# block 1

==> block_1/cell_classes.png <==
The bar under the picture is 50 um long. Fill, decap, tap and diode cells in grey.
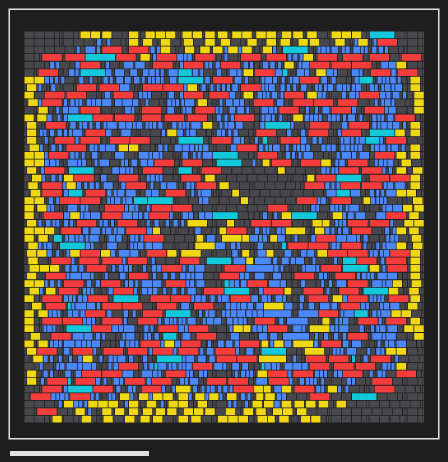

### src/rtl/arp_tx_framer_pkg.sv
// -----------------------------------------------------------------------------
// arp_tx_framer_pkg
// Shared constants, FSM state type and small helpers for the ARP TX framer.
// No ports; imported by the framer.
// -----------------------------------------------------------------------------
package arp_tx_framer_pkg;

    // Ethernet / ARP header field values (network byte order, MSB first)
    localparam logic [15:0] ETHERTYPE_ARP   = 16'h0806;
    localparam logic [15:0] ARP_HTYPE_ETH   = 16'h0001;
    localparam logic [15:0] ARP_PTYPE_IPV4  = 16'h0800;
    localparam logic [7:0]  ARP_HLEN_ETH    = 8'h06;
    localparam logic [7:0]  ARP_PLEN_IPV4   = 8'h04;
    localparam logic [15:0] ARP_OP_REQUEST  = 16'h0001;
    localparam logic [15:0] ARP_OP_REPLY    = 16'h0002;
    localparam logic [47:0] MAC_BROADCAST   = 48'hFFFF_FFFF_FFFF;

    // Frame sizes in bytes: minimum Ethernet payload-padded frame (no FCS)
    // and the bare Ethernet + ARP header length.
    localparam int unsigned MIN_FRAME_BYTES = 32'd60;
    localparam int unsigned ARP_FRAME_BYTES = 32'd42;

    typedef enum logic [1:0] {
        ST_IDLE = 2'b00,
        ST_SEND = 2'b01,
        ST_DONE = 2'b10
    } fsm_state_e;

    // Reorder an 8-byte big-endian chunk (first wire byte in bits 63:56)
    // into AXI-Stream lane order (first wire byte in bits 7:0).
    function automatic logic [63:0] wire_order(input logic [63:0] be_word);
        logic [63:0] r;
        r = 64'd0;
        for (int unsigned j = 0; j < 32'd8; j++) begin
            r[8*j +: 8] = be_word[63 - 8*j -: 8];
        end
        return r;
    endfunction

    // tkeep mask with the lowest nbytes lanes enabled.
    function automatic logic [7:0] keep_mask(input int unsigned nbytes);
        logic [7:0] m;
        m = 8'h00;
        for (int unsigned j = 0; j < 32'd8; j++) begin
            m[j] = (j < nbytes);
        end
        return m;
    endfunction

endpackage

### src/rtl/arp_tx_framer_if.sv
// -----------------------------------------------------------------------------
// arp_tx_framer_if
// 64-bit AXI4-Stream link carrying ARP frames toward the TX arbiter/MAC.
//   tdata  : frame data, byte n of the beat on tdata[8n+7:8n]
//   tkeep  : byte enables
//   tvalid : beat valid
//   tlast  : last beat of frame
//   tready : downstream ready
// master = frame source, slave = frame sink.
// -----------------------------------------------------------------------------
interface arp_tx_framer_if;
    logic [63:0] tdata;
    logic [7:0]  tkeep;
    logic        tvalid;
    logic        tlast;
    logic        tready;

    modport master (
        output tdata,
        output tkeep,
        output tvalid,
        output tlast,
        input  tready
    );

    modport slave (
        input  tdata,
        input  tkeep,
        input  tvalid,
        input  tlast,
        output tready
    );
endinterface

### src/rtl/arp_tx_framer.sv
// -----------------------------------------------------------------------------
// arp_tx_framer
// Builds complete Ethernet/ARP request or reply frames on a 64-bit
// AXI4-Stream master. FCS is appended downstream.
//
// Parameters:
//   PAD_EN : 1 = pad to 60 bytes (8 beats), 0 = 42-byte frame (6 beats)
// Ports:
//   tx_axis_aclk     : clock
//   tx_axis_aresetn  : synchronous reset, active-low
//   arp_tx_axis      : AXI4-Stream master (tdata/tkeep/tvalid/tlast/tready)
//   dst_mac_addr     : peer MAC, MSB is first byte on the wire
//   src_mac_addr     : local MAC
//   dst_ip_addr      : peer/target IP
//   src_ip_addr      : local IP
//   arp_request_req  : pulse, send an ARP request
//   arp_request_ack  : one-cycle pulse after the request frame completes
//   arp_reply_req    : pulse, send an ARP reply
//   arp_reply_ack    : one-cycle pulse after the reply frame completes
// -----------------------------------------------------------------------------
module arp_tx_framer
    import arp_tx_framer_pkg::*;
#(
    parameter bit PAD_EN = 1'b1
) (
    input  logic                   tx_axis_aclk,
    input  logic                   tx_axis_aresetn,
    arp_tx_framer_if.master        arp_tx_axis,
    input  logic [47:0]            dst_mac_addr,
    input  logic [47:0]            src_mac_addr,
    input  logic [31:0]            dst_ip_addr,
    input  logic [31:0]            src_ip_addr,
    input  logic                   arp_request_req,
    output logic                   arp_request_ack,
    input  logic                   arp_reply_req,
    output logic                   arp_reply_ack
);

    localparam int unsigned FRAME_BYTES = PAD_EN ? MIN_FRAME_BYTES : ARP_FRAME_BYTES;
    localparam int unsigned NUM_BEATS   = (FRAME_BYTES + 32'd7) / 32'd8;
    localparam logic [2:0]  LAST_BEAT   = 3'(NUM_BEATS - 32'd1);
    localparam logic [7:0]  LAST_KEEP   = keep_mask(FRAME_BYTES - 32'd8 * (NUM_BEATS - 32'd1));

    // ---------------- registers ----------------
    fsm_state_e  state_r;
    logic [2:0]  beat_cnt_r;
    logic        is_reply_r;
    logic        req_pend_r;
    logic        rep_pend_r;
    logic [47:0] dst_mac_r;
    logic [47:0] src_mac_r;
    logic [31:0] dst_ip_r;
    logic [31:0] src_ip_r;
    logic [63:0] tdata_r;
    logic [7:0]  tkeep_r;
    logic        tvalid_r;
    logic        tlast_r;
    logic        req_ack_r;
    logic        rep_ack_r;

    // ---------------- next-state / combinational ----------------
    fsm_state_e  state_nxt_s;
    logic [2:0]  beat_cnt_nxt_s;
    logic        is_reply_nxt_s;
    logic        req_pend_nxt_s;
    logic        rep_pend_nxt_s;
    logic        capture_s;
    logic [63:0] tdata_nxt_s;
    logic [7:0]  tkeep_nxt_s;
    logic        tvalid_nxt_s;
    logic        tlast_nxt_s;
    logic        req_ack_nxt_s;
    logic        rep_ack_nxt_s;

    logic        req_any_s;
    logic        rep_any_s;
    logic        src_reply_s;
    logic [2:0]  beat_sel_s;
    logic [47:0] src_dst_mac_s;
    logic [47:0] src_src_mac_s;
    logic [31:0] src_dst_ip_s;
    logic [31:0] src_src_ip_s;
    logic [47:0] eth_dst_s;
    logic [47:0] tha_s;
    logic [15:0] oper_s;
    logic [335:0] hdr_s;
    logic [511:0] frame_s;
    logic [63:0] beat_be_s;
    logic [63:0] beat_data_s;
    logic [7:0]  beat_keep_s;

    // A pulse arriving in the same cycle counts as pending, so a request
    // seen at an idle edge launches beat 0 on that very edge.
    assign req_any_s = req_pend_r | arp_request_req;
    assign rep_any_s = rep_pend_r | arp_reply_req;

    // Select the field sources for the next beat: live inputs when launching
    // from IDLE (beat 0), captured copies while a frame is in flight.
    always_comb begin
        src_reply_s   = is_reply_r;
        beat_sel_s    = beat_cnt_r + 3'd1;
        src_dst_mac_s = dst_mac_r;
        src_src_mac_s = src_mac_r;
        src_dst_ip_s  = dst_ip_r;
        src_src_ip_s  = src_ip_r;
        if (state_r == ST_IDLE) begin
            src_reply_s   = rep_any_s;
            beat_sel_s    = 3'd0;
            src_dst_mac_s = dst_mac_addr;
            src_src_mac_s = src_mac_addr;
            src_dst_ip_s  = dst_ip_addr;
            src_src_ip_s  = src_ip_addr;
        end else begin
            src_reply_s   = is_reply_r;
        end
    end

    // Assemble the header in wire order and slice out the selected beat.
    always_comb begin
        eth_dst_s = src_reply_s ? src_dst_mac_s : MAC_BROADCAST;
        tha_s     = src_reply_s ? src_dst_mac_s : 48'h0000_0000_0000;
        oper_s    = src_reply_s ? ARP_OP_REPLY : ARP_OP_REQUEST;
        hdr_s     = {eth_dst_s, src_src_mac_s, ETHERTYPE_ARP,
                     ARP_HTYPE_ETH, ARP_PTYPE_IPV4, ARP_HLEN_ETH, ARP_PLEN_IPV4,
                     oper_s, src_src_mac_s, src_src_ip_s, tha_s, src_dst_ip_s};
        // Trailing zeros double as the pad bytes and the unused lanes
        // after the end of the frame.
        frame_s   = {hdr_s, 176'd0};
        case (beat_sel_s)
            3'd0:    beat_be_s = frame_s[511:448];
            3'd1:    beat_be_s = frame_s[447:384];
            3'd2:    beat_be_s = frame_s[383:320];
            3'd3:    beat_be_s = frame_s[319:256];
            3'd4:    beat_be_s = frame_s[255:192];
            3'd5:    beat_be_s = frame_s[191:128];
            3'd6:    beat_be_s = frame_s[127:64];
            3'd7:    beat_be_s = frame_s[63:0];
            default: beat_be_s = 64'd0;
        endcase
        beat_data_s = wire_order(beat_be_s);
        beat_keep_s = (beat_sel_s == LAST_BEAT) ? LAST_KEEP : 8'hFF;
    end

    // FSM next-state and next output/flag values.
    always_comb begin
        state_nxt_s    = state_r;
        beat_cnt_nxt_s = beat_cnt_r;
        is_reply_nxt_s = is_reply_r;
        req_pend_nxt_s = req_pend_r | arp_request_req;
        rep_pend_nxt_s = rep_pend_r | arp_reply_req;
        capture_s      = 1'b0;
        tdata_nxt_s    = tdata_r;
        tkeep_nxt_s    = tkeep_r;
        tvalid_nxt_s   = tvalid_r;
        tlast_nxt_s    = tlast_r;
        req_ack_nxt_s  = 1'b0;
        rep_ack_nxt_s  = 1'b0;

        case (state_r)
            ST_IDLE: begin
                if (req_any_s || rep_any_s) begin
                    capture_s      = 1'b1;
                    // Reply wins; a simultaneous request stays pending.
                    is_reply_nxt_s = rep_any_s;
                    if (rep_any_s) begin
                        rep_pend_nxt_s = 1'b0;
                    end else begin
                        req_pend_nxt_s = 1'b0;
                    end
                    beat_cnt_nxt_s = 3'd0;
                    tdata_nxt_s    = beat_data_s;
                    tkeep_nxt_s    = beat_keep_s;
                    tvalid_nxt_s   = 1'b1;
                    tlast_nxt_s    = 1'b0;
                    state_nxt_s    = ST_SEND;
                end else begin
                    state_nxt_s    = ST_IDLE;
                end
            end
            ST_SEND: begin
                if (tvalid_r && arp_tx_axis.tready) begin
                    if (tlast_r) begin
                        tdata_nxt_s   = 64'd0;
                        tkeep_nxt_s   = 8'h00;
                        tvalid_nxt_s  = 1'b0;
                        tlast_nxt_s   = 1'b0;
                        req_ack_nxt_s = ~is_reply_r;
                        rep_ack_nxt_s = is_reply_r;
                        state_nxt_s   = ST_DONE;
                    end else begin
                        beat_cnt_nxt_s = beat_cnt_r + 3'd1;
                        tdata_nxt_s    = beat_data_s;
                        tkeep_nxt_s    = beat_keep_s;
                        tlast_nxt_s    = (beat_sel_s == LAST_BEAT);
                    end
                end else begin
                    state_nxt_s = ST_SEND;
                end
            end
            ST_DONE: begin
                state_nxt_s = ST_IDLE;
            end
            default: begin
                state_nxt_s  = ST_IDLE;
                tdata_nxt_s  = 64'd0;
                tkeep_nxt_s  = 8'h00;
                tvalid_nxt_s = 1'b0;
                tlast_nxt_s  = 1'b0;
            end
        endcase
    end

    // State, flag, capture and output registers with synchronous reset.
    always_ff @(posedge tx_axis_aclk) begin
        if (!tx_axis_aresetn) begin
            state_r    <= ST_IDLE;
            beat_cnt_r <= 3'd0;
            is_reply_r <= 1'b0;
            req_pend_r <= 1'b0;
            rep_pend_r <= 1'b0;
            dst_mac_r  <= 48'd0;
            src_mac_r  <= 48'd0;
            dst_ip_r   <= 32'd0;
            src_ip_r   <= 32'd0;
            tdata_r    <= 64'd0;
            tkeep_r    <= 8'h00;
            tvalid_r   <= 1'b0;
            tlast_r    <= 1'b0;
            req_ack_r  <= 1'b0;
            rep_ack_r  <= 1'b0;
        end else begin
            state_r    <= state_nxt_s;
            beat_cnt_r <= beat_cnt_nxt_s;
            is_reply_r <= is_reply_nxt_s;
            req_pend_r <= req_pend_nxt_s;
            rep_pend_r <= rep_pend_nxt_s;
            tdata_r    <= tdata_nxt_s;
            tkeep_r    <= tkeep_nxt_s;
            tvalid_r   <= tvalid_nxt_s;
            tlast_r    <= tlast_nxt_s;
            req_ack_r  <= req_ack_nxt_s;
            rep_ack_r  <= rep_ack_nxt_s;
            if (capture_s) begin
                dst_mac_r <= dst_mac_addr;
                src_mac_r <= src_mac_addr;
                dst_ip_r  <= dst_ip_addr;
                src_ip_r  <= src_ip_addr;
            end else begin
                dst_mac_r <= dst_mac_r;
                src_mac_r <= src_mac_r;
                dst_ip_r  <= dst_ip_r;
                src_ip_r  <= src_ip_r;
            end
        end
    end

    assign arp_tx_axis.tdata  = tdata_r;
    assign arp_tx_axis.tkeep  = tkeep_r;
    assign arp_tx_axis.tvalid = tvalid_r;
    assign arp_tx_axis.tlast  = tlast_r;
    assign arp_request_ack    = req_ack_r;
    assign arp_reply_ack      = rep_ack_r;

endmodule

### src/flat_wrapper.sv
// flat-port wrapper written by rule: the top's interface ports become plain ports
module arp_tx_framer_flat import arp_tx_framer_pkg::*;
#(
    parameter bit PAD_EN = 1'b1
)
  (tx_axis_aclk, tx_axis_aresetn, dst_mac_addr, src_mac_addr, dst_ip_addr, src_ip_addr, arp_request_req, arp_request_ack, arp_reply_req, arp_reply_ack, arp_tx_axis_tdata, arp_tx_axis_tkeep, arp_tx_axis_tvalid, arp_tx_axis_tlast, arp_tx_axis_tready);
  arp_tx_framer_if arp_tx_axis_i ();
  input  logic tx_axis_aclk;
  input  logic tx_axis_aresetn;
  input  logic [47:0] dst_mac_addr;
  input  logic [47:0] src_mac_addr;
  input  logic [31:0] dst_ip_addr;
  input  logic [31:0] src_ip_addr;
  input  logic arp_request_req;
  output logic arp_request_ack;
  input  logic arp_reply_req;
  output logic arp_reply_ack;
  output wire logic [$bits(arp_tx_axis_i.tdata)-1:0] arp_tx_axis_tdata;
  output wire logic [$bits(arp_tx_axis_i.tkeep)-1:0] arp_tx_axis_tkeep;
  output wire logic [$bits(arp_tx_axis_i.tvalid)-1:0] arp_tx_axis_tvalid;
  output wire logic [$bits(arp_tx_axis_i.tlast)-1:0] arp_tx_axis_tlast;
  input wire logic [$bits(arp_tx_axis_i.tready)-1:0] arp_tx_axis_tready;
  assign arp_tx_axis_tdata = arp_tx_axis_i.tdata;
  assign arp_tx_axis_tkeep = arp_tx_axis_i.tkeep;
  assign arp_tx_axis_tvalid = arp_tx_axis_i.tvalid;
  assign arp_tx_axis_tlast = arp_tx_axis_i.tlast;
  assign arp_tx_axis_i.tready = arp_tx_axis_tready;
  arp_tx_framer #(.PAD_EN(PAD_EN)) u_core (.tx_axis_aclk(tx_axis_aclk), .tx_axis_aresetn(tx_axis_aresetn), .arp_tx_axis(arp_tx_axis_i), .dst_mac_addr(dst_mac_addr), .src_mac_addr(src_mac_addr), .dst_ip_addr(dst_ip_addr), .src_ip_addr(src_ip_addr), .arp_request_req(arp_request_req), .arp_request_ack(arp_request_ack), .arp_reply_req(arp_reply_req), .arp_reply_ack(arp_reply_ack));
endmodule
### config.mk
export PLATFORM = sky130hd
export DESIGN_NAME = arp_tx_framer_flat
export DESIGN_NICKNAME = d
export VERILOG_FILES = /design/src/rtl/arp_tx_framer_pkg.sv /design/src/rtl/arp_tx_framer_if.sv /design/src/rtl/arp_tx_framer.sv /design/src/flat_wrapper.sv
export SDC_FILE = /design/constraint.sdc
export NUM_CORES = 1
export LEC_CHECK = 0
export CAP_MARGIN = 20
export CORE_MARGIN = 5
export CORE_UTILIZATION = 51
export CTS_CLUSTER_SIZE = 28
export DETAILED_ROUTE_END_ITERATION = 10
export PLACE_DENSITY = 0.79
export SLEW_MARGIN = 20
export SYNTH_ARGS = -nofsm -noshare
export SYNTH_HDL_FRONTEND = slang
export SYNTH_SLANG_ARGS = --single-unit
### constraint.sdc
create_clock -name tx_axis_aclk -period 3.12 [get_ports tx_axis_aclk]
set_clock_uncertainty 0.15 [all_clocks]
set_input_delay 0.624 -clock tx_axis_aclk [delete_from_list [all_inputs] [get_ports tx_axis_aclk]]
set_output_delay 0.624 -clock tx_axis_aclk [all_outputs]
set_load 0.01 [all_outputs]
# block 2

### src/rtl/idex_pkg.sv
// idex_pkg: default widths, EX control bit positions and payload struct for the ID/EX stage
package idex_pkg;
  localparam int DEF_DATA_W = 32;
  localparam int DEF_PC_W   = 8;
  localparam int DEF_REG_AW = 5;
  localparam int DEF_WB_W   = 2;
  localparam int DEF_M_W    = 3;
  localparam int DEF_CNT_W  = 16;
  localparam int EX_REGDST  = 2;
  localparam int EX_ALUOP   = 1;
  localparam int EX_ALUSRC  = 0;
  typedef struct packed {
    logic [DEF_PC_W-1:0]   nextInst;
    logic [DEF_DATA_W-1:0] regData1;
    logic [DEF_DATA_W-1:0] regData2;
    logic [DEF_DATA_W-1:0] imm;
    logic [DEF_REG_AW-1:0] rt;
    logic [DEF_REG_AW-1:0] rd;
    logic [DEF_WB_W-1:0]   WB;
    logic [DEF_M_W-1:0]    M;
    logic [2:0]            EX;
  } idex_payload_t;
endpackage

### src/rtl/id_ex_pipe_stage_if.sv
// id_ex_pipe_stage_if: upstream payload/handshake and EX-side outputs of the ID/EX stage
interface id_ex_pipe_stage_if #(
  parameter int DATA_W = 32,
  parameter int PC_W   = 8,
  parameter int REG_AW = 5,
  parameter int WB_W   = 2,
  parameter int M_W    = 3,
  parameter int CNT_W  = 16
);
  logic              flush_IDEX;
  logic              in_valid_IDEX;
  logic              in_ready_IDEX;
  logic [PC_W-1:0]   nextInst_IN;
  logic [DATA_W-1:0] regData1_IN;
  logic [DATA_W-1:0] regData2_IN;
  logic [DATA_W-1:0] imm_IN;
  logic [REG_AW-1:0] rt_IN;
  logic [REG_AW-1:0] rd_IN;
  logic [WB_W-1:0]   WB_IN;
  logic [M_W-1:0]    M_IN;
  logic [2:0]        EX_IN;
  logic              out_valid_IDEX;
  logic              out_ready_IDEX;
  logic [PC_W-1:0]   nextInst;
  logic [DATA_W-1:0] regData1;
  logic [DATA_W-1:0] regData2;
  logic [DATA_W-1:0] imm;
  logic [REG_AW-1:0] rt;
  logic [REG_AW-1:0] rd;
  logic [WB_W-1:0]   WB;
  logic [M_W-1:0]    M;
  logic              RegDst;
  logic              ALUOp;
  logic              ALUSrc;
  logic [CNT_W-1:0]  stall_cnt;
  modport master (
    output flush_IDEX, in_valid_IDEX, nextInst_IN, regData1_IN, regData2_IN, imm_IN, rt_IN, rd_IN,
           WB_IN, M_IN, EX_IN, out_ready_IDEX,
    input  in_ready_IDEX, out_valid_IDEX, nextInst, regData1, regData2, imm, rt, rd, WB, M,
           RegDst, ALUOp, ALUSrc, stall_cnt
  );
  modport slave (
    input  flush_IDEX, in_valid_IDEX, nextInst_IN, regData1_IN, regData2_IN, imm_IN, rt_IN, rd_IN,
           WB_IN, M_IN, EX_IN, out_ready_IDEX,
    output in_ready_IDEX, out_valid_IDEX, nextInst, regData1, regData2, imm, rt, rd, WB, M,
           RegDst, ALUOp, ALUSrc, stall_cnt
  );
endinterface

### src/rtl/idex_skid_buf.sv
// idex_skid_buf: single payload entry with valid bit; clear wins over load
module idex_skid_buf
  import idex_pkg::*;
#(
  parameter type T = idex_payload_t
) (
  input  logic clk,
  input  logic rst,
  input  logic i_clr,
  input  logic i_load,
  input  logic i_pop,
  input  T     i_d,
  output T     o_q,
  output logic o_valid
);
  logic r_valid;
  T     r_q;
  always_ff @(posedge clk) begin
    if (rst || i_clr) r_valid <= 1'b0;
    else if (i_load) r_valid <= 1'b1;
    else if (i_pop) r_valid <= 1'b0;
  end
  always_ff @(posedge clk) begin
    if (rst) r_q <= '0;
    else if (i_load) r_q <= i_d;
  end
  assign o_q = r_q;
  assign o_valid = r_valid;
endmodule

### src/rtl/id_ex_pipe_stage.sv
// id_ex_pipe_stage: ID/EX register with valid/ready, stall hold, flush-to-bubble and saturating stall counter.
// Define IDEX_SKID_EN for a registered-ready skid entry; otherwise ready is combinational.
module id_ex_pipe_stage
  import idex_pkg::*;
#(
  parameter int DATA_W = DEF_DATA_W,
  parameter int PC_W   = DEF_PC_W,
  parameter int REG_AW = DEF_REG_AW,
  parameter int WB_W   = DEF_WB_W,
  parameter int M_W    = DEF_M_W,
  parameter int CNT_W  = DEF_CNT_W
) (
  input logic clk_IDEX,
  input logic rst_IDEX,
  id_ex_pipe_stage_if.slave bus
);
  typedef struct packed {
    logic [PC_W-1:0]   nextInst;
    logic [DATA_W-1:0] regData1;
    logic [DATA_W-1:0] regData2;
    logic [DATA_W-1:0] imm;
    logic [REG_AW-1:0] rt;
    logic [REG_AW-1:0] rd;
    logic [WB_W-1:0]   WB;
    logic [M_W-1:0]    M;
    logic [2:0]        EX;
  } pl_t;
  pl_t              r_pl, w_in, w_next;
  logic             r_valid, w_stall, w_accept, w_next_valid;
  logic [CNT_W-1:0] r_cnt;
  assign w_in = {bus.nextInst_IN, bus.regData1_IN, bus.regData2_IN, bus.imm_IN, bus.rt_IN, bus.rd_IN,
                 bus.WB_IN, bus.M_IN, bus.EX_IN};
  assign w_stall = r_valid & ~bus.out_ready_IDEX;
  assign w_accept = bus.in_valid_IDEX & bus.in_ready_IDEX;
`ifdef IDEX_SKID_EN
  pl_t  w_s_q;
  logic w_s_valid;
  // ready comes straight from the skid valid flop, so it never depends on out_ready
  assign bus.in_ready_IDEX = ~w_s_valid;
  idex_skid_buf #(.T(pl_t)) u_skid (
    .clk(clk_IDEX), .rst(rst_IDEX), .i_clr(bus.flush_IDEX), .i_load(w_accept & w_stall),
    .i_pop(w_s_valid & ~w_stall), .i_d(w_in), .o_q(w_s_q), .o_valid(w_s_valid)
  );
  assign w_next_valid = w_s_valid | w_accept;
  assign w_next = w_s_valid ? w_s_q : w_in;
`else
  assign bus.in_ready_IDEX = ~w_stall;
  assign w_next_valid = w_accept;
  assign w_next = w_in;
`endif
  always_ff @(posedge clk_IDEX) begin
    if (rst_IDEX) begin
      r_valid <= 1'b0;
      r_pl <= '0;
      r_cnt <= '0;
    end else if (bus.flush_IDEX) begin
      r_valid <= 1'b0;
      r_pl.WB <= '0;
      r_pl.M <= '0;
      r_pl.EX <= '0;
    end else begin
      if (w_stall && r_cnt != '1) r_cnt <= r_cnt + 1'b1;
      if (!w_stall) begin
        r_valid <= w_next_valid;
        if (w_next_valid) r_pl <= w_next;
        else begin
          r_pl.WB <= '0;
          r_pl.M <= '0;
          r_pl.EX <= '0;
        end
      end
    end
  end
  assign bus.out_valid_IDEX = r_valid;
  assign bus.nextInst = r_pl.nextInst;
  assign bus.regData1 = r_pl.regData1;
  assign bus.regData2 = r_pl.regData2;
  assign bus.imm = r_pl.imm;
  assign bus.rt = r_pl.rt;
  assign bus.rd = r_pl.rd;
  assign bus.WB = r_pl.WB;
  assign bus.M = r_pl.M;
  assign bus.RegDst = r_pl.EX[EX_REGDST];
  assign bus.ALUOp = r_pl.EX[EX_ALUOP];
  assign bus.ALUSrc = r_pl.EX[EX_ALUSRC];
  assign bus.stall_cnt = r_cnt;
endmodule
### src/flat_wrapper.sv
// flat-port wrapper written by rule: the top's interface ports become plain ports
module id_ex_pipe_stage_flat import idex_pkg::*;
#(
  parameter int DATA_W = DEF_DATA_W,
  parameter int PC_W   = DEF_PC_W,
  parameter int REG_AW = DEF_REG_AW,
  parameter int WB_W   = DEF_WB_W,
  parameter int M_W    = DEF_M_W,
  parameter int CNT_W  = DEF_CNT_W
)
  (clk_IDEX, rst_IDEX, bus_flush_IDEX, bus_in_valid_IDEX, bus_nextInst_IN, bus_regData1_IN, bus_regData2_IN, bus_imm_IN, bus_rt_IN, bus_rd_IN, bus_WB_IN, bus_M_IN, bus_EX_IN, bus_out_ready_IDEX, bus_in_ready_IDEX, bus_out_valid_IDEX, bus_nextInst, bus_regData1, bus_regData2, bus_imm, bus_rt, bus_rd, bus_WB, bus_M, bus_RegDst, bus_ALUOp, bus_ALUSrc, bus_stall_cnt);
  id_ex_pipe_stage_if #(.DATA_W(DATA_W), .PC_W(PC_W), .REG_AW(REG_AW), .WB_W(WB_W), .M_W(M_W), .CNT_W(CNT_W)) bus_i ();
  input logic clk_IDEX;
  input logic rst_IDEX;
  input wire logic [$bits(bus_i.flush_IDEX)-1:0] bus_flush_IDEX;
  input wire logic [$bits(bus_i.in_valid_IDEX)-1:0] bus_in_valid_IDEX;
  input wire logic [$bits(bus_i.nextInst_IN)-1:0] bus_nextInst_IN;
  input wire logic [$bits(bus_i.regData1_IN)-1:0] bus_regData1_IN;
  input wire logic [$bits(bus_i.regData2_IN)-1:0] bus_regData2_IN;
  input wire logic [$bits(bus_i.imm_IN)-1:0] bus_imm_IN;
  input wire logic [$bits(bus_i.rt_IN)-1:0] bus_rt_IN;
  input wire logic [$bits(bus_i.rd_IN)-1:0] bus_rd_IN;
  input wire logic [$bits(bus_i.WB_IN)-1:0] bus_WB_IN;
  input wire logic [$bits(bus_i.M_IN)-1:0] bus_M_IN;
  input wire logic [$bits(bus_i.EX_IN)-1:0] bus_EX_IN;
  input wire logic [$bits(bus_i.out_ready_IDEX)-1:0] bus_out_ready_IDEX;
  output wire logic [$bits(bus_i.in_ready_IDEX)-1:0] bus_in_ready_IDEX;
  output wire logic [$bits(bus_i.out_valid_IDEX)-1:0] bus_out_valid_IDEX;
  output wire logic [$bits(bus_i.nextInst)-1:0] bus_nextInst;
  output wire logic [$bits(bus_i.regData1)-1:0] bus_regData1;
  output wire logic [$bits(bus_i.regData2)-1:0] bus_regData2;
  output wire logic [$bits(bus_i.imm)-1:0] bus_imm;
  output wire logic [$bits(bus_i.rt)-1:0] bus_rt;
  output wire logic [$bits(bus_i.rd)-1:0] bus_rd;
  output wire logic [$bits(bus_i.WB)-1:0] bus_WB;
  output wire logic [$bits(bus_i.M)-1:0] bus_M;
  output wire logic [$bits(bus_i.RegDst)-1:0] bus_RegDst;
  output wire logic [$bits(bus_i.ALUOp)-1:0] bus_ALUOp;
  output wire logic [$bits(bus_i.ALUSrc)-1:0] bus_ALUSrc;
  output wire logic [$bits(bus_i.stall_cnt)-1:0] bus_stall_cnt;
  assign bus_i.flush_IDEX = bus_flush_IDEX;
  assign bus_i.in_valid_IDEX = bus_in_valid_IDEX;
  assign bus_i.nextInst_IN = bus_nextInst_IN;
  assign bus_i.regData1_IN = bus_regData1_IN;
  assign bus_i.regData2_IN = bus_regData2_IN;
  assign bus_i.imm_IN = bus_imm_IN;
  assign bus_i.rt_IN = bus_rt_IN;
  assign bus_i.rd_IN = bus_rd_IN;
  assign bus_i.WB_IN = bus_WB_IN;
  assign bus_i.M_IN = bus_M_IN;
  assign bus_i.EX_IN = bus_EX_IN;
  assign bus_i.out_ready_IDEX = bus_out_ready_IDEX;
  assign bus_in_ready_IDEX = bus_i.in_ready_IDEX;
  assign bus_out_valid_IDEX = bus_i.out_valid_IDEX;
  assign bus_nextInst = bus_i.nextInst;
  assign bus_regData1 = bus_i.regData1;
  assign bus_regData2 = bus_i.regData2;
  assign bus_imm = bus_i.imm;
  assign bus_rt = bus_i.rt;
  assign bus_rd = bus_i.rd;
  assign bus_WB = bus_i.WB;
  assign bus_M = bus_i.M;
  assign bus_RegDst = bus_i.RegDst;
  assign bus_ALUOp = bus_i.ALUOp;
  assign bus_ALUSrc = bus_i.ALUSrc;
  assign bus_stall_cnt = bus_i.stall_cnt;
  id_ex_pipe_stage #(.DATA_W(DATA_W), .PC_W(PC_W), .REG_AW(REG_AW), .WB_W(WB_W), .M_W(M_W), .CNT_W(CNT_W)) u_core (.clk_IDEX(clk_IDEX), .rst_IDEX(rst_IDEX), .bus(bus_i));
endmodule
### config.mk
export PLATFORM = sky130hd
export DESIGN_NAME = id_ex_pipe_stage_flat
export DESIGN_NICKNAME = d
export VERILOG_FILES = /design/src/rtl/idex_pkg.sv /design/src/rtl/id_ex_pipe_stage_if.sv /design/src/rtl/idex_skid_buf.sv /design/src/rtl/id_ex_pipe_stage.sv /design/src/flat_wrapper.sv
export SDC_FILE = /design/constraint.sdc
export NUM_CORES = 1
export LEC_CHECK = 0
export ABC_AREA = 1
export CAP_MARGIN = 20
export CORE_ASPECT_RATIO = 0.7
export CORE_MARGIN = 5
export CORE_UTILIZATION = 37
export CTS_CLUSTER_SIZE = 20
export DETAILED_ROUTE_END_ITERATION = 7
export PLACE_DENSITY = 0.77
export RECOVER_POWER = 100
export SLEW_MARGIN = 10
export SYNTH_ARGS = -nofsm -noshare
export SYNTH_HDL_FRONTEND = slang
export SYNTH_SLANG_ARGS = --single-unit
### constraint.sdc
create_clock -name clk_IDEX -period 1.36 [get_ports clk_IDEX]
set_clock_uncertainty 0.05 [all_clocks]
set_input_delay 0.272 -clock clk_IDEX [delete_from_list [all_inputs] [get_ports clk_IDEX]]
set_output_delay 0.272 -clock clk_IDEX [all_outputs]
set_load 0.02 [all_outputs]

==> notes/layouts.md <==
Pictures saved along the way, in no particular order.

Signal wires on met1.
Supply wires on this layer in grey.
image #1
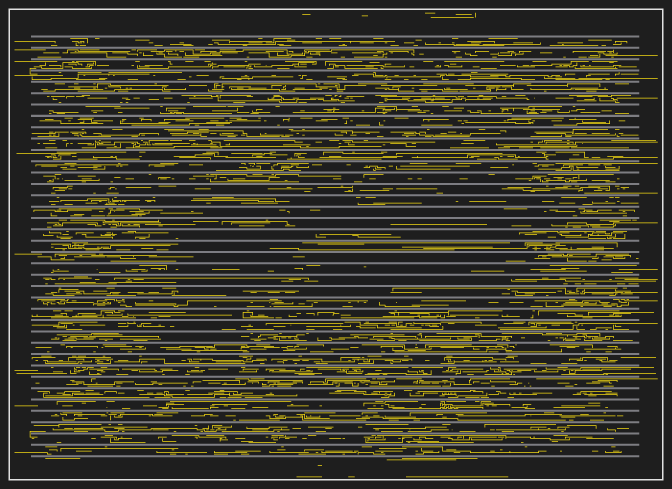
image #2
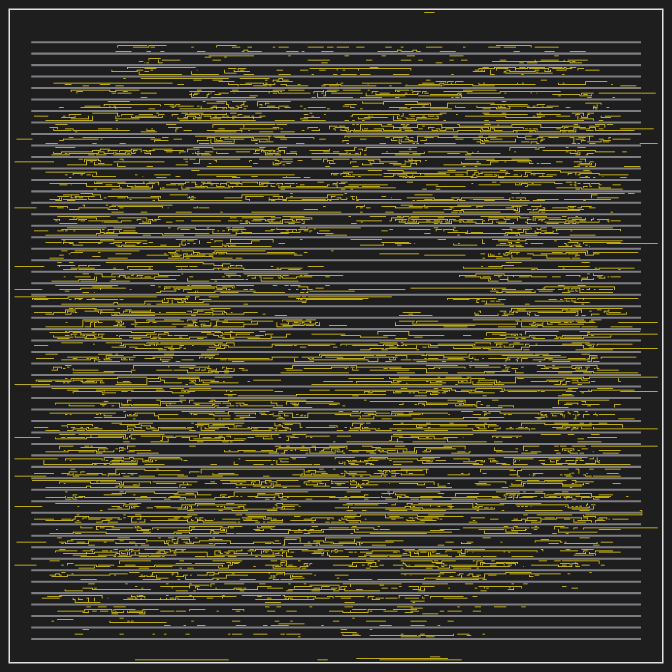
- block 2 = image #1
- block 1 = image #2

==> block_1/density.png <==
15 x 15 tiles, from white (low) to dark blue (high), 0 to 100% covered.
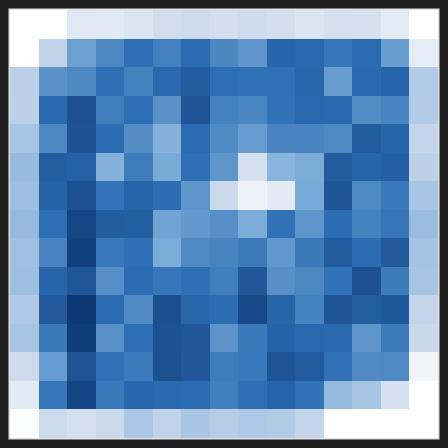
nearly empty tiles	4.4%
mean over tiles	58%
fullest tile	97%
tiles over 75% full	31%

==> block_1/final_congestion.png <==
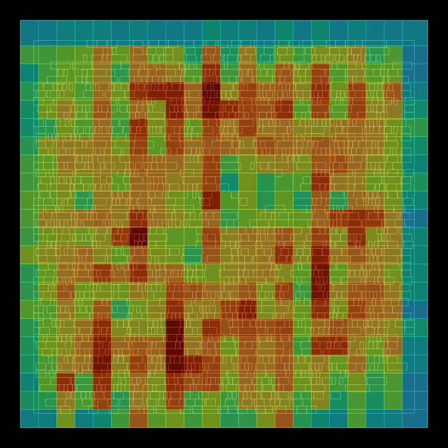
global routing usage summed across all routing layers: 25.9%
post-route core utilization: 69.3%
GR Util met1: 33.5%
fraction of met3 tracks used by global routing: 4.92%

Notes on block_1/cell_classes.png above:
class	colour	cells
other buffers and delay cells	yellow	274
flops	red	238
clock drivers and dummy loads	cyan	48
all other logic	blue	1,000
final instance area: 14,200 sq um
share of the final layout cell area in sequential cells: 33.7%
number of cell rows: 52
core area: 20,400 sq um

==> run summary, block 1 <==
Implementation results

The worst path meets setup with 0.408 ns of slack. The cell with the largest stage delay on the worst path is sky130_fd_sc_hd__buf_4. Post-CTS repair ended up resizing 0 cells. The count of final setup violators is 0. The insertion delay to the later sink of the worst-skew pair is between 0.5 and 0.6 ns. Global routing finished with a remaining overflow of 0. On the critical path the largest part of the delay comes from buffers and inverters.

The overall power of the completed layout is 0.00824 W. For this block, wires on met1 add up to approximately 13 mm. The CTS tree is done. The arrival time at the worst endpoint is 2.97 ns.

The timing startpoint of the critical path is u_core.beat_cnt_r[0]. The global placement routability congestion is roughly 0.80. The length of routed met3 wiring is 2.79 mm. The run finished with clean final reports. The fraction of power consumed by sequential logic is around 43%.
[block 1: worst min-delay path: stages, from the launching register on]
cell	delay [ns]
sky130_fd_sc_hd__dfxtp_1	0.30
sky130_fd_sc_hd__nand2_1	0.05
sky130_fd_sc_hd__a21oi_1	0.05
[block 1: layout make-up]
cell class / count / area (sq um)
clock inverter: 6 / 58.8
timing repair buffer: 274 / 2800
antenna: 1 / 2.50
sequential: 238 / 4770
fill: 1723 / 6270
tap: 270 / 338
multi-input combinational: 996 / 5340
inverter: 4 / 20.0
clock buffer: 42 / 832
[block 1: state kept, by name, indices dropped and copies added (netlist names)]
name / cells
u_core.arp_tx_axis.tvalid: 1
u_core.dst_ip_r: 32
u_core.arp_request_ack: 1
u_core.arp_tx_axis.tlast: 1
u_core.dst_mac_r: 48
u_core.state_r: 2
u_core.rep_pend_r: 1
u_core.arp_tx_axis.tkeep: 2
u_core.arp_reply_ack: 1
u_core.beat_cnt_r: 3
u_core.req_pend_r: 1
u_core.is_reply_r: 1
u_core.src_ip_r: 32
u_core.src_mac_r: 48
u_core.arp_tx_axis.tdata: 64
==> block_2/density.png <==
16 x 11 tiles, from white (low) to dark blue (high), 0 to 100% covered.
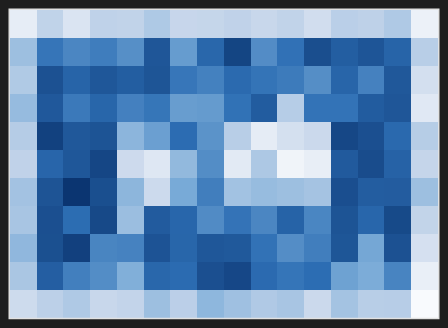
emptiest ninth of the die	centre
mean over tiles	57%
fullest tile	98%
tiles over 75% full	36%

==> run summary, block 2 <==
Implementation results

The flow ran to the end, but the final reports show violations. The worst setup path is captured at a flip-flop. Global routing used 19.9% of the available tracks across all layers.

Looking at the clock tree report, the maximum root-to-sink buffer count equals 2. The internal power of the cells is between 0.007 and 0.008 W. The script reports the combined buffer and inverter count of the critical path as 1. The routed layout reports a DRC error count of 0. The number of clock sinks seen by CTS is between 100 and 150.

The last timing report of the flow puts the setup violation total at roughly 140. The length of routed met3 wiring is 2.19 mm. The global route stage reports its total congestion overflow as 0.

The shortest clock period the worst path allows after layout is about 1.5 ns. The worst hold path begins at rst_IDEX. Routability-driven placement finished with a final weighted congestion of 0.803.

The number of global-route vias before repair was 5,461. Once synthesis finished, the tally of register bits stood at approximately 140. The most used flip-flop cell is sky130_fd_sc_hd__dfxtp_1. Listed in order, past its start point the critical path passes ha_4 -> nand2_4 -> nor2_4 -> nand2_4 -> nor2_4 -> nor2_4 -> clkbuf_16 -> nand3_2 -> nand2_1 -> nor2_1.

The post-route core utilization is between 60 and 70%. The setup slack after layout is -0.152 ns. The core utilization before placement is a little under two fifths. Looking at the hold checks, the worst path lands on u_core.bus.regData1[20]. The post-route setup TNS is -9.82 ns. The count of different cell masters after synthesis is 20. The checks that failed: negative setup slack. The adder-cell share of the synthesized area is 0.226%.

In the detailed route, the total length drawn on met2 is approximately 10 mm. The flow reports power dissipated in the clock network as around 0.0044 W. Switching power as a fraction of the total was reported as around 29%. For the pin with the worst max-slew slack, the measured transition is roughly 0.30 ns.
block 2: routing by layer:
layer  vias up  GRT usage [%]
met4         0           4.68
met1      2925           24.9
met3        20           9.56
li1       3048              -
met2       234           31.1
met5         -              0
block 2: timing repair:
item	4_1_cts	5_1_grt
pin swaps	13	50
cloned	2	25
buffers inserted	5	10
gates resized	488	271
setup endpoints to repair	221	223
block 2: final cells by class:
class,instances,area (sq um),area share (%)
Sequential cell,139,2800,27.4
Clock inverter,15,130,1.27
Inverter,40,155,1.51
Timing Repair Buffer,352,3430,33.5
Tap cell,195,244,2.38
Clock buffer,17,425,4.15
Multi-Input combinational cell,502,3050,29.8
block 2: worst reg2reg max path, stage by stage (launching register included):
cell	delay, ns
sky130_fd_sc_hd__dfxtp_4	0.36
sky130_fd_sc_hd__ha_4	0.16
sky130_fd_sc_hd__nand2_4	0.07
sky130_fd_sc_hd__nor2_4	0.05
sky130_fd_sc_hd__nand2_4	0.07
sky130_fd_sc_hd__nor2_4	0.04
sky130_fd_sc_hd__nor2_4	0.22
sky130_fd_sc_hd__clkbuf_16	0.20
sky130_fd_sc_hd__nand3_2	0.06
sky130_fd_sc_hd__nand2_1	0.07
sky130_fd_sc_hd__nor2_1	0.04

# block 3

==> block_3/met4.png <==
The bar under the picture is 50 um long. Supply wires on this layer in grey.
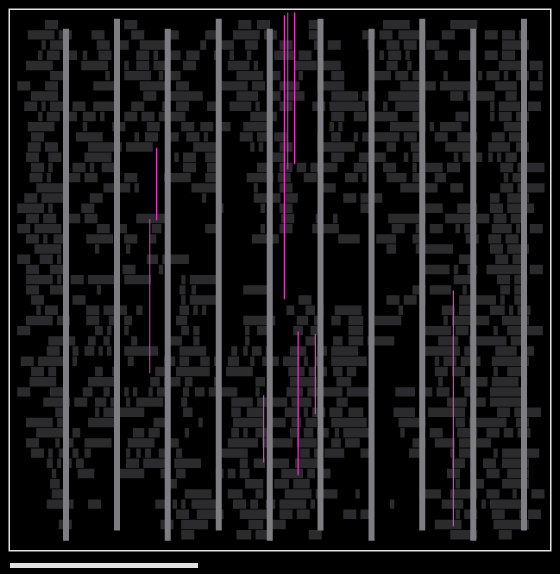

--- src/rtl/pipe_sched_pkg.sv ---
// Shared types and the round-robin pick helper for the pipeline schedulers.
package pipe_sched_pkg;

  localparam int unsigned R_DEF  = 4;
  localparam int unsigned W_DEF  = 32;
  localparam int unsigned TW_DEF = $clog2(R_DEF);
  localparam int unsigned MAX_R  = 32;

  typedef logic [TW_DEF-1:0] tag_t;

  typedef struct packed {
    tag_t             tag;
    logic [W_DEF-1:0] payload;
  } pipe_word_t;

  // One-hot of the first set elig bit scanning ptr, ptr+1, ... wrapping at n-1 -> 0.
  function automatic logic [MAX_R-1:0] rr_pick(input logic [MAX_R-1:0] elig,
                                               input int unsigned      ptr,
                                               input int unsigned      n);
    logic [MAX_R-1:0] g;
    logic             found;
    int unsigned      idx;
    g     = '0;
    found = 1'b0;
    for (int unsigned k = 0; k < MAX_R; k++) begin
      if (k < n) begin
        idx = ptr + k;
        if (idx >= n) idx = idx - n;
        if (!found && elig[idx]) begin
          g[idx] = 1'b1;
          found  = 1'b1;
        end
      end
    end
    return g;
  endfunction

endpackage

--- src/rtl/pipe_rr_arb.sv ---
// R-way round-robin picker; pointer moves past the winner only on a handshake.
module pipe_rr_arb
  import pipe_sched_pkg::*;
#(
  parameter int unsigned R  = 4,
  parameter int unsigned TW = $clog2(R)
) (
  input  logic          clk,
  input  logic          rst,
  input  logic [R-1:0]  elig,
  input  logic          advance,
  output logic [R-1:0]  grant,
  output logic [TW-1:0] win,
  output logic          any
);

  logic [TW-1:0]    ptr_q, ptr_d;
  logic [MAX_R-1:0] elig_ext;
  logic [MAX_R-1:0] pick;

  // NOTE: every combinational output gets a default before any branch so no latch is inferred.
  always_comb begin
    elig_ext        = '0;
    elig_ext[R-1:0] = elig;
    pick            = rr_pick(elig_ext, 32'(ptr_q), R);
    grant           = pick[R-1:0];
    any             = |elig;
    win             = '0;
    for (int i = 0; i < R; i++) begin
      if (grant[i]) win = TW'(i);
    end
  end

  // Explicit wrap keeps non-power-of-two R correct.
  always_comb begin
    ptr_d = ptr_q;
    if (advance) ptr_d = (win == TW'(R - 1)) ? '0 : win + TW'(1);
  end

  // NOTE: sequential state uses non-blocking assignments; reset is synchronous, active-high.
  always_ff @(posedge clk) begin
    if (rst) ptr_q <= '0;
    else     ptr_q <= ptr_d;
  end

endmodule

--- src/rtl/pipe_rr_sched.sv ---
// Round-robin front/back end for a shared in-order pipeline: tags, caps and steers words.
module pipe_rr_sched
  import pipe_sched_pkg::*;
#(
  parameter int unsigned R            = 4,
  parameter int unsigned W            = 32,
  parameter int unsigned TW           = $clog2(R),
  parameter int unsigned PW           = W + TW,
  parameter int unsigned MAX_INFLIGHT = 4,
  parameter int unsigned CW           = $clog2(MAX_INFLIGHT + 1)
) (
  input  logic            clk,
  input  logic            rst,
  input  logic [R-1:0]    req_vld,
  input  logic [R*W-1:0]  req_data,
  output logic [R-1:0]    req_accept,
  output logic [PW-1:0]   pipe_in,
  output logic            pipe_in_vld,
  input  logic            pipe_in_accept,
  input  logic [PW-1:0]   pipe_out_r,
  input  logic            pipe_out_vld_r,
  output logic [R-1:0]    rsp_vld_r,
  output logic [W-1:0]    rsp_data_r,
  output logic [R*CW-1:0] inflight_r,
  output logic            idle,
  output logic            err_r
);

  logic [R-1:0][CW-1:0] inflight_q, inflight_d;
  logic [R-1:0]         rsp_vld_q, rsp_vld_d;
  logic [W-1:0]         rsp_data_q, rsp_data_d;
  logic                 err_q, err_d;

  logic [R-1:0]  elig, grant, dec, underflow, eff_dec;
  logic [TW-1:0] win, out_tag;
  logic          any, handshake, tag_bad;
  logic [W-1:0]  sel_data;

  always_comb begin
    for (int i = 0; i < R; i++) begin
      elig[i] = req_vld[i] & (inflight_q[i] < CW'(MAX_INFLIGHT));
    end
  end

  assign handshake = any & pipe_in_accept;

  pipe_rr_arb #(.R(R), .TW(TW)) u_arb (
    .clk     (clk),
    .rst     (rst),
    .elig    (elig),
    .advance (handshake),
    .grant   (grant),
    .win     (win),
    .any     (any)
  );

  always_comb begin
    sel_data = '0;
    for (int i = 0; i < R; i++) begin
      if (grant[i]) sel_data = req_data[i*W +: W];
    end
  end

  assign pipe_in_vld = any;
  assign pipe_in     = any ? {win, sel_data} : '0;
  assign req_accept  = grant & {R{pipe_in_accept}};

  // A returning word that underflows or carries an out-of-range tag is dropped and flagged.
  assign out_tag = pipe_out_r[PW-1:W];
  assign tag_bad = (32'(out_tag) >= R);

  always_comb begin
    for (int i = 0; i < R; i++) begin
      dec[i]       = pipe_out_vld_r & ~tag_bad & (out_tag == TW'(i));
      underflow[i] = dec[i] & (inflight_q[i] == '0);
    end
    eff_dec = dec & ~underflow;
  end

  always_comb begin
    inflight_d = inflight_q;
    for (int i = 0; i < R; i++) begin
      case ({req_accept[i], eff_dec[i]})
        2'b10:   inflight_d[i] = inflight_q[i] + CW'(1);
        2'b01:   inflight_d[i] = inflight_q[i] - CW'(1);
        default: inflight_d[i] = inflight_q[i];
      endcase
    end
    rsp_vld_d  = eff_dec;
    rsp_data_d = pipe_out_vld_r ? pipe_out_r[W-1:0] : rsp_data_q;
    err_d      = err_q | (pipe_out_vld_r & (tag_bad | (|underflow)));
  end

  always_ff @(posedge clk) begin
    if (rst) begin
      inflight_q <= '0;
      rsp_vld_q  <= '0;
      rsp_data_q <= '0;
      err_q      <= 1'b0;
    end else begin
      inflight_q <= inflight_d;
      rsp_vld_q  <= rsp_vld_d;
      rsp_data_q <= rsp_data_d;
      err_q      <= err_d;
    end
  end

  assign rsp_vld_r  = rsp_vld_q;
  assign rsp_data_r = rsp_data_q;
  assign inflight_r = inflight_q;
  assign err_r      = err_q;
  assign idle       = (inflight_q == '0) & ~(|rsp_vld_q);

endmodule

--- config.mk ---
export PLATFORM = sky130hd
export DESIGN_NAME = pipe_rr_sched
export DESIGN_NICKNAME = d
export VERILOG_FILES = /design/src/rtl/pipe_sched_pkg.sv /design/src/rtl/pipe_rr_arb.sv /design/src/rtl/pipe_rr_sched.sv
export SDC_FILE = /design/constraint.sdc
export NUM_CORES = 1
export LEC_CHECK = 0
export CAP_MARGIN = 20
export CELL_PAD_IN_SITES_DETAIL_PLACEMENT = 1
export CELL_PAD_IN_SITES_GLOBAL_PLACEMENT = 2
export CORE_MARGIN = 1
export CORE_UTILIZATION = 18
export DETAILED_ROUTE_END_ITERATION = 7
export MAX_ROUTING_LAYER = met4
export PLACE_DENSITY_LB_ADDON = 0.1
export SLEW_MARGIN = 25
export SYNTH_ARGS = -nofsm -noshare
export SYNTH_HDL_FRONTEND = slang
export SYNTH_SLANG_ARGS = --single-unit
--- constraint.sdc ---
create_clock -name clk -period 3.9 [get_ports clk]
set_clock_uncertainty 0.05 [all_clocks]
set_input_delay 0.78 -clock clk [delete_from_list [all_inputs] [get_ports clk]]
set_output_delay 0.78 -clock clk [all_outputs]
set_load 0.05 [all_outputs]
# block 4

<file path="src/rtl/int8_to_int16_expand.sv">
// INT8 -> INT16 dequantization front-end: sign-extends packed INT8 lanes, applies a
// clamped left shift, and re-serializes each input word into BEATS narrower output beats.
module int8_to_int16_expand #(
    parameter int IN_LANES  = 4,
    parameter int OUT_LANES = 2
) (
    input  logic                     clk,
    input  logic                     rst_n,
    input  logic                     in_valid,
    output logic                     in_ready,
    input  logic [8*IN_LANES-1:0]    in_data,
    input  logic [3:0]               in_shift,
    output logic                     out_valid,
    input  logic                     out_ready,
    output logic [16*OUT_LANES-1:0]  out_data,
    output logic                     out_last
);

    localparam int BEATS = IN_LANES / OUT_LANES;
    localparam int IDX_W = (BEATS > 1) ? $clog2(BEATS) : 1;

    typedef enum logic {
        S_EMPTY = 1'b0,
        S_FULL  = 1'b1
    } state_t;

    state_t                  state_q, state_d;
    logic [IDX_W-1:0]        idx_q, idx_d;
    logic [8*IN_LANES-1:0]   hold_q;
    logic [3:0]              shift_q;
    logic                    load;
    logic                    out_fire;
    logic                    last_beat;
    logic [7:0]              lane_byte;
    logic [15:0]             lane_ext;

    assign last_beat = (idx_q == IDX_W'(BEATS - 1));
    assign out_valid = (state_q == S_FULL);
    assign out_last  = out_valid && last_beat;
    assign out_fire  = out_valid && out_ready;
    // Ready early on the final beat so consecutive words stream without a bubble.
    assign in_ready  = (state_q == S_EMPTY) || (out_fire && last_beat);
    assign load      = in_valid && in_ready;

    always_comb begin
        state_d = state_q;
        idx_d   = idx_q;
        if (out_fire) begin
            if (!last_beat) begin
                idx_d = idx_q + 1'b1;
            end else begin
                state_d = S_EMPTY;
            end
        end
        if (load) begin
            state_d = S_FULL;
            idx_d   = '0;
        end
    end

    always_ff @(posedge clk or negedge rst_n) begin
        if (!rst_n) begin
            state_q <= S_EMPTY;
            idx_q   <= '0;
        end else begin
            state_q <= state_d;
            idx_q   <= idx_d;
        end
    end

    // Shift is clamped to 8 at capture so the datapath never sees 9..15.
    always_ff @(posedge clk or negedge rst_n) begin
        if (!rst_n) begin
            hold_q  <= '0;
            shift_q <= '0;
        end else if (load) begin
            hold_q  <= in_data;
            shift_q <= (in_shift > 4'd8) ? 4'd8 : in_shift;
        end
    end

    always_comb begin
        out_data  = '0;
        lane_byte = '0;
        lane_ext  = '0;
        for (int j = 0; j < OUT_LANES; j++) begin
            lane_byte = hold_q[(int'(idx_q) * OUT_LANES + j) * 8 +: 8];
            lane_ext  = {{8{lane_byte[7]}}, lane_byte};
            out_data[j*16 +: 16] = lane_ext << shift_q;
        end
    end

endmodule

</file>
<file path="config.mk">
export PLATFORM = sky130hd
export DESIGN_NAME = int8_to_int16_expand
export DESIGN_NICKNAME = d
export VERILOG_FILES = /design/src/rtl/int8_to_int16_expand.sv
export SDC_FILE = /design/constraint.sdc
export NUM_CORES = 1
export LEC_CHECK = 0
export CORE_UTILIZATION = 49
export DETAILED_ROUTE_END_ITERATION = 7
export PLACE_DENSITY = 0.8
export SYNTH_ARGS = -nofsm -noshare
export SYNTH_HDL_FRONTEND = slang
export SYNTH_SLANG_ARGS = --single-unit
</file>
<file path="constraint.sdc">
create_clock -name clk -period 2.4 [get_ports clk]
set_input_delay 0.48 -clock clk [delete_from_list [all_inputs] [get_ports clk]]
set_output_delay 0.48 -clock clk [all_outputs]
set_load 0.01 [all_outputs]
</file>
==> block_3/cell_classes.png <==
The bar under the picture is 50 um long. Fill, decap, tap and diode cells in grey.
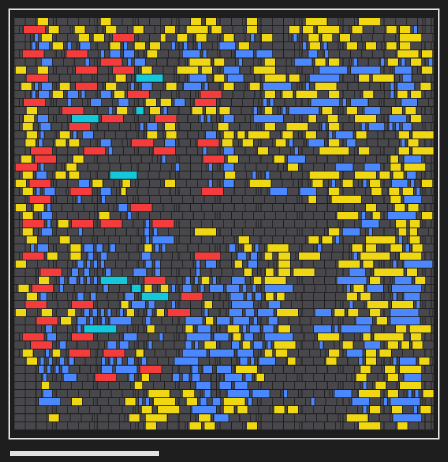
class	colour	cells
all other logic	blue	346
clock drivers and dummy loads	cyan	8
other buffers and delay cells	yellow	322
flops	red	51
core area: 19,600 sq um
post-route core utilization: 42.4%
share of the final layout cell area in sequential cells: 12.3%
final instance area: 8320 sq um

==> block_3/met1.png <==
Supply wires on this layer in grey.
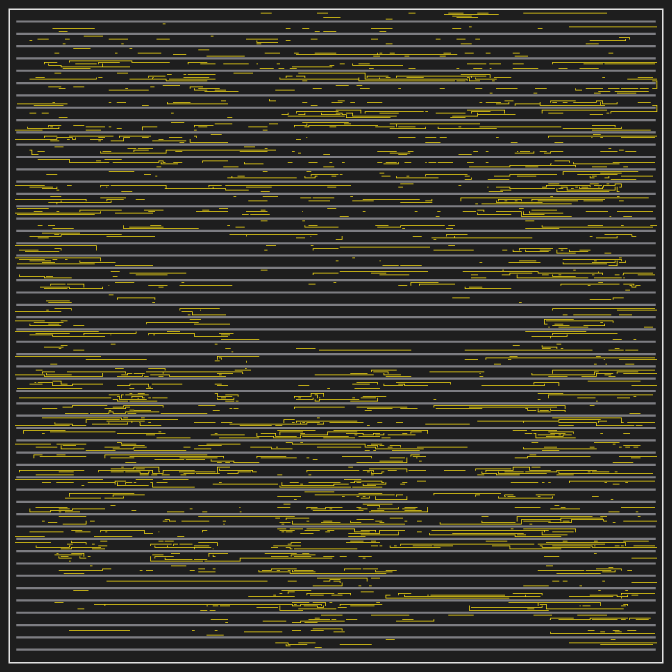
nets with wire on the layer	814
main direction	horizontal
wire length on this layer	7,150 um
longest straight run	43.7 um
vias after detailed routing: 4,475
WL final: 19.1 mm
GR Util met1: 18.4%

About block_3/met4.png:
main direction	vertical
share of all routed wire	1.9%

==> run summary, block 3 <==
Implementation results

The most frequent cell on the critical path is sky130_fd_sc_hd__buf_6. The last timing report of the flow puts the setup violation total at 31. The number of global-route vias before repair is 4,815.

The OpenROAD report gives the critical path a required time of roughly 3 ns. The largest individual stage delay along the critical path comes from the cell sky130_fd_sc_hd__mux4_2. The area of the mapped netlist is 3630 sq um. Timing would allow up to roughly 250 MHz. The number of synthesized register bits is about 50. The flow ran to the end, but the final reports show violations. The post-route setup TNS is -2.02 ns. The final timing report gives a worst setup slack of -0.133 ns. The and-or/or-and share of the synthesized area is roughly a quarter. Per the CTS log, the maximum H-tree level is 2.

Of all cell types, the one taking the most synthesized area is sky130_fd_sc_hd__dfxtp_1. The checks that failed: negative setup slack. The reg2reg setup slack is between 0.2 and 0.3 ns.
[block 3: area by class of cell]
cell class                      count  area share (%)
Sequential cell                    51            12.3
Tap cell                          265            3.99
Multi-Input combinational cell    298            34.8
Antenna cell                        1          0.0301
Timing Repair Buffer              322            44.6
Clock inverter                      3           0.557
Clock buffer                        5            1.50
Inverter                           48            2.17
[block 3: worst min-delay path, stage by stage, from the launching register on]
cell and delay [ns]:
sky130_fd_sc_hd__dfxtp_1 0.32, sky130_fd_sc_hd__mux2i_1 0.06, sky130_fd_sc_hd__nor2_1 0.07
[block 3: state kept, by name (all words and copies together), names as in the netlist]
register,flops
rsp_vld_r,4
rsp_data_r,32
err_r,1
u_arb.ptr_q,2
inflight_r,12
[block 3: worst paths after layout]
check / endpoint / startpoint
worst min register to register: rsp_data_r[10] / rsp_data_r[10]
worst max register to register: inflight_r[8] / u_arb.ptr_q[0]
worst min-delay path: rsp_data_r[10] / rsp_data_r[10]
worst max-delay path: pipe_in[19] / req_vld[2]
==> block_4/cell_classes.png <==
The bar under the picture is 20 um long. Fill, decap, tap and diode cells in grey.
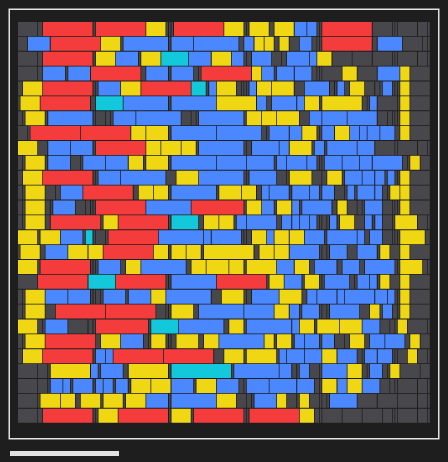
class	colour	cells
all other logic	blue	191
other buffers and delay cells	yellow	148
flops	red	38
clock drivers and dummy loads	cyan	8

==> run summary, block 4 <==
Implementation results

TritonCTS built the clock tree. The script computed a power per unit cell area of between 1500 and 2000 nW/um^2. The type of element launching the critical path is a flip-flop. For this design the static power due to leakage is about 1.9 nW. Endpoints failing hold in the final report were tallied at 0. Registers take 953 sq um. The post-route setup TNS is -5.90 ns.

The final reports fail on negative setup slack. The run finished, with violations left. Global routing finished with a remaining overflow of 0. Per the layout report, the design carries 4 non-clock inverters.

The area growth from synthesis to final layout is 55.0%. The diode insertion count for antenna repair is 0. The total number of vias is between 2,000 and 3,000. The share of the synthesized area in the top cell type is 33.4%.

The completed layout was analyzed and its total power is just under 0.008 W. The layout report gives the register share of total cell area as 21.6%. The cell type with the highest aggregate area in the netlist is sky130_fd_sc_hd__dfrtp_1. Across all setup checks in the final design, the least slack found is -0.314 ns. The pre-CTS worst setup slack is -0.303 ns. TritonRoute reported its final design rule violation total as 0. The synthesized netlist handed to floorplanning was reported with a cell count of approximately 250.

The count of final setup violators is 29. For this configuration, the core starts out at a cell density of roughly half.
## block 4: metal layers
metal | share of wire (%) | wire length, um | up-vias
met2 | 50 | 4630 | 159
met3 | 6.0 | 550 | 29
met1 | 41 | 3790 | 1404
met5 | 0 | 0 | -
li1 | - | - | 1227
met4 | 2.9 | 264 | 0
## block 4: worst paths after layout
| check | from | endpoint | slack [ns] | depth (start not counted) |
|---|---|---|---|---|
| setup / recovery | idx_q | out_data[11] | -0.31 | 8 |
| hold / removal | hold_q[16] | hold_q[16] | 0.55 | 1 |
| setup reg to reg | idx_q | hold_q[8] | 0.76 | 5 |
| hold reg to reg | hold_q[16] | hold_q[16] | 0.55 | 1 |
| max in group asynchronous | rst_n | shift_q[0] | 1.44 | 2 |
| min in group asynchronous | rst_n | hold_q[2] | 0.60 | 2 |
## block 4: state kept, by name, indices dropped and copies added, names as in the netlist
name and count:
idx_q 1, hold_q 32, out_valid 1, shift_q 4
## block 4: power by group
part	total [W]	switching, W	internal [W]
logic	0.00582	0.00264	0.00318
clock network	0.000543	0.000233	0.000310
registers	0.00141	0.000459	0.000955


==> gallery <==
Metal 4.
(a)
The bar under the picture is 50 um long. Supply wires on this layer in grey.
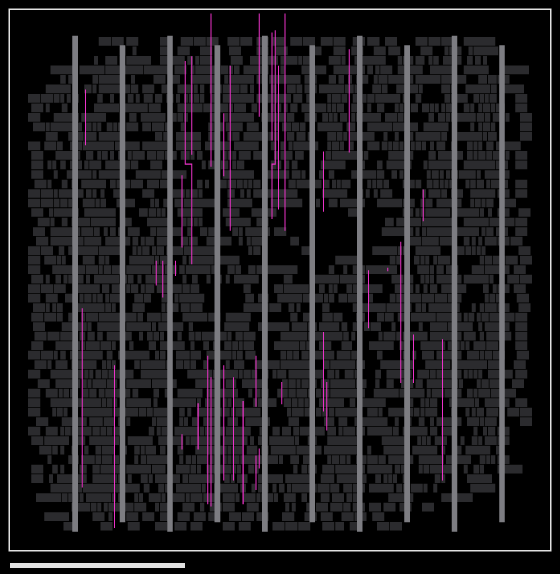
(b)
The bar under the picture is 20 um long. Supply wires on this layer in grey.
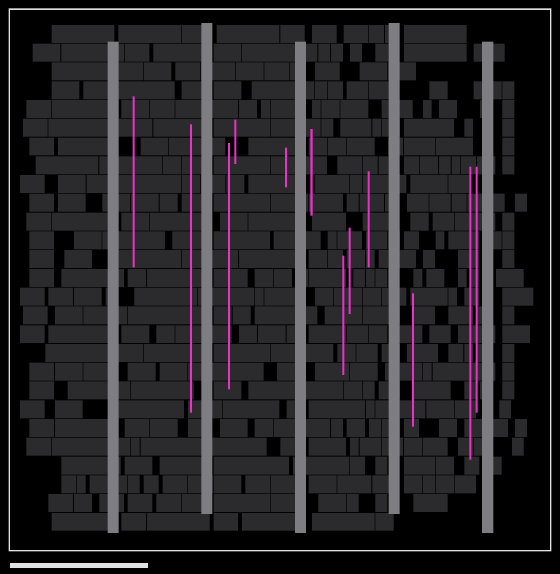
(c)
The bar under the picture is 50 um long. Supply wires on this layer in grey.
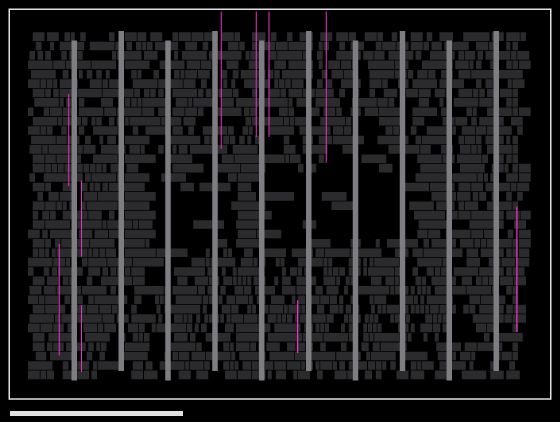
| from | picture |
|---|---|
| block 1 | (a) |
| block 2 | (c) |
| block 4 | (b) |

No activity file was given, so power comes from the tool's default toggle rates.
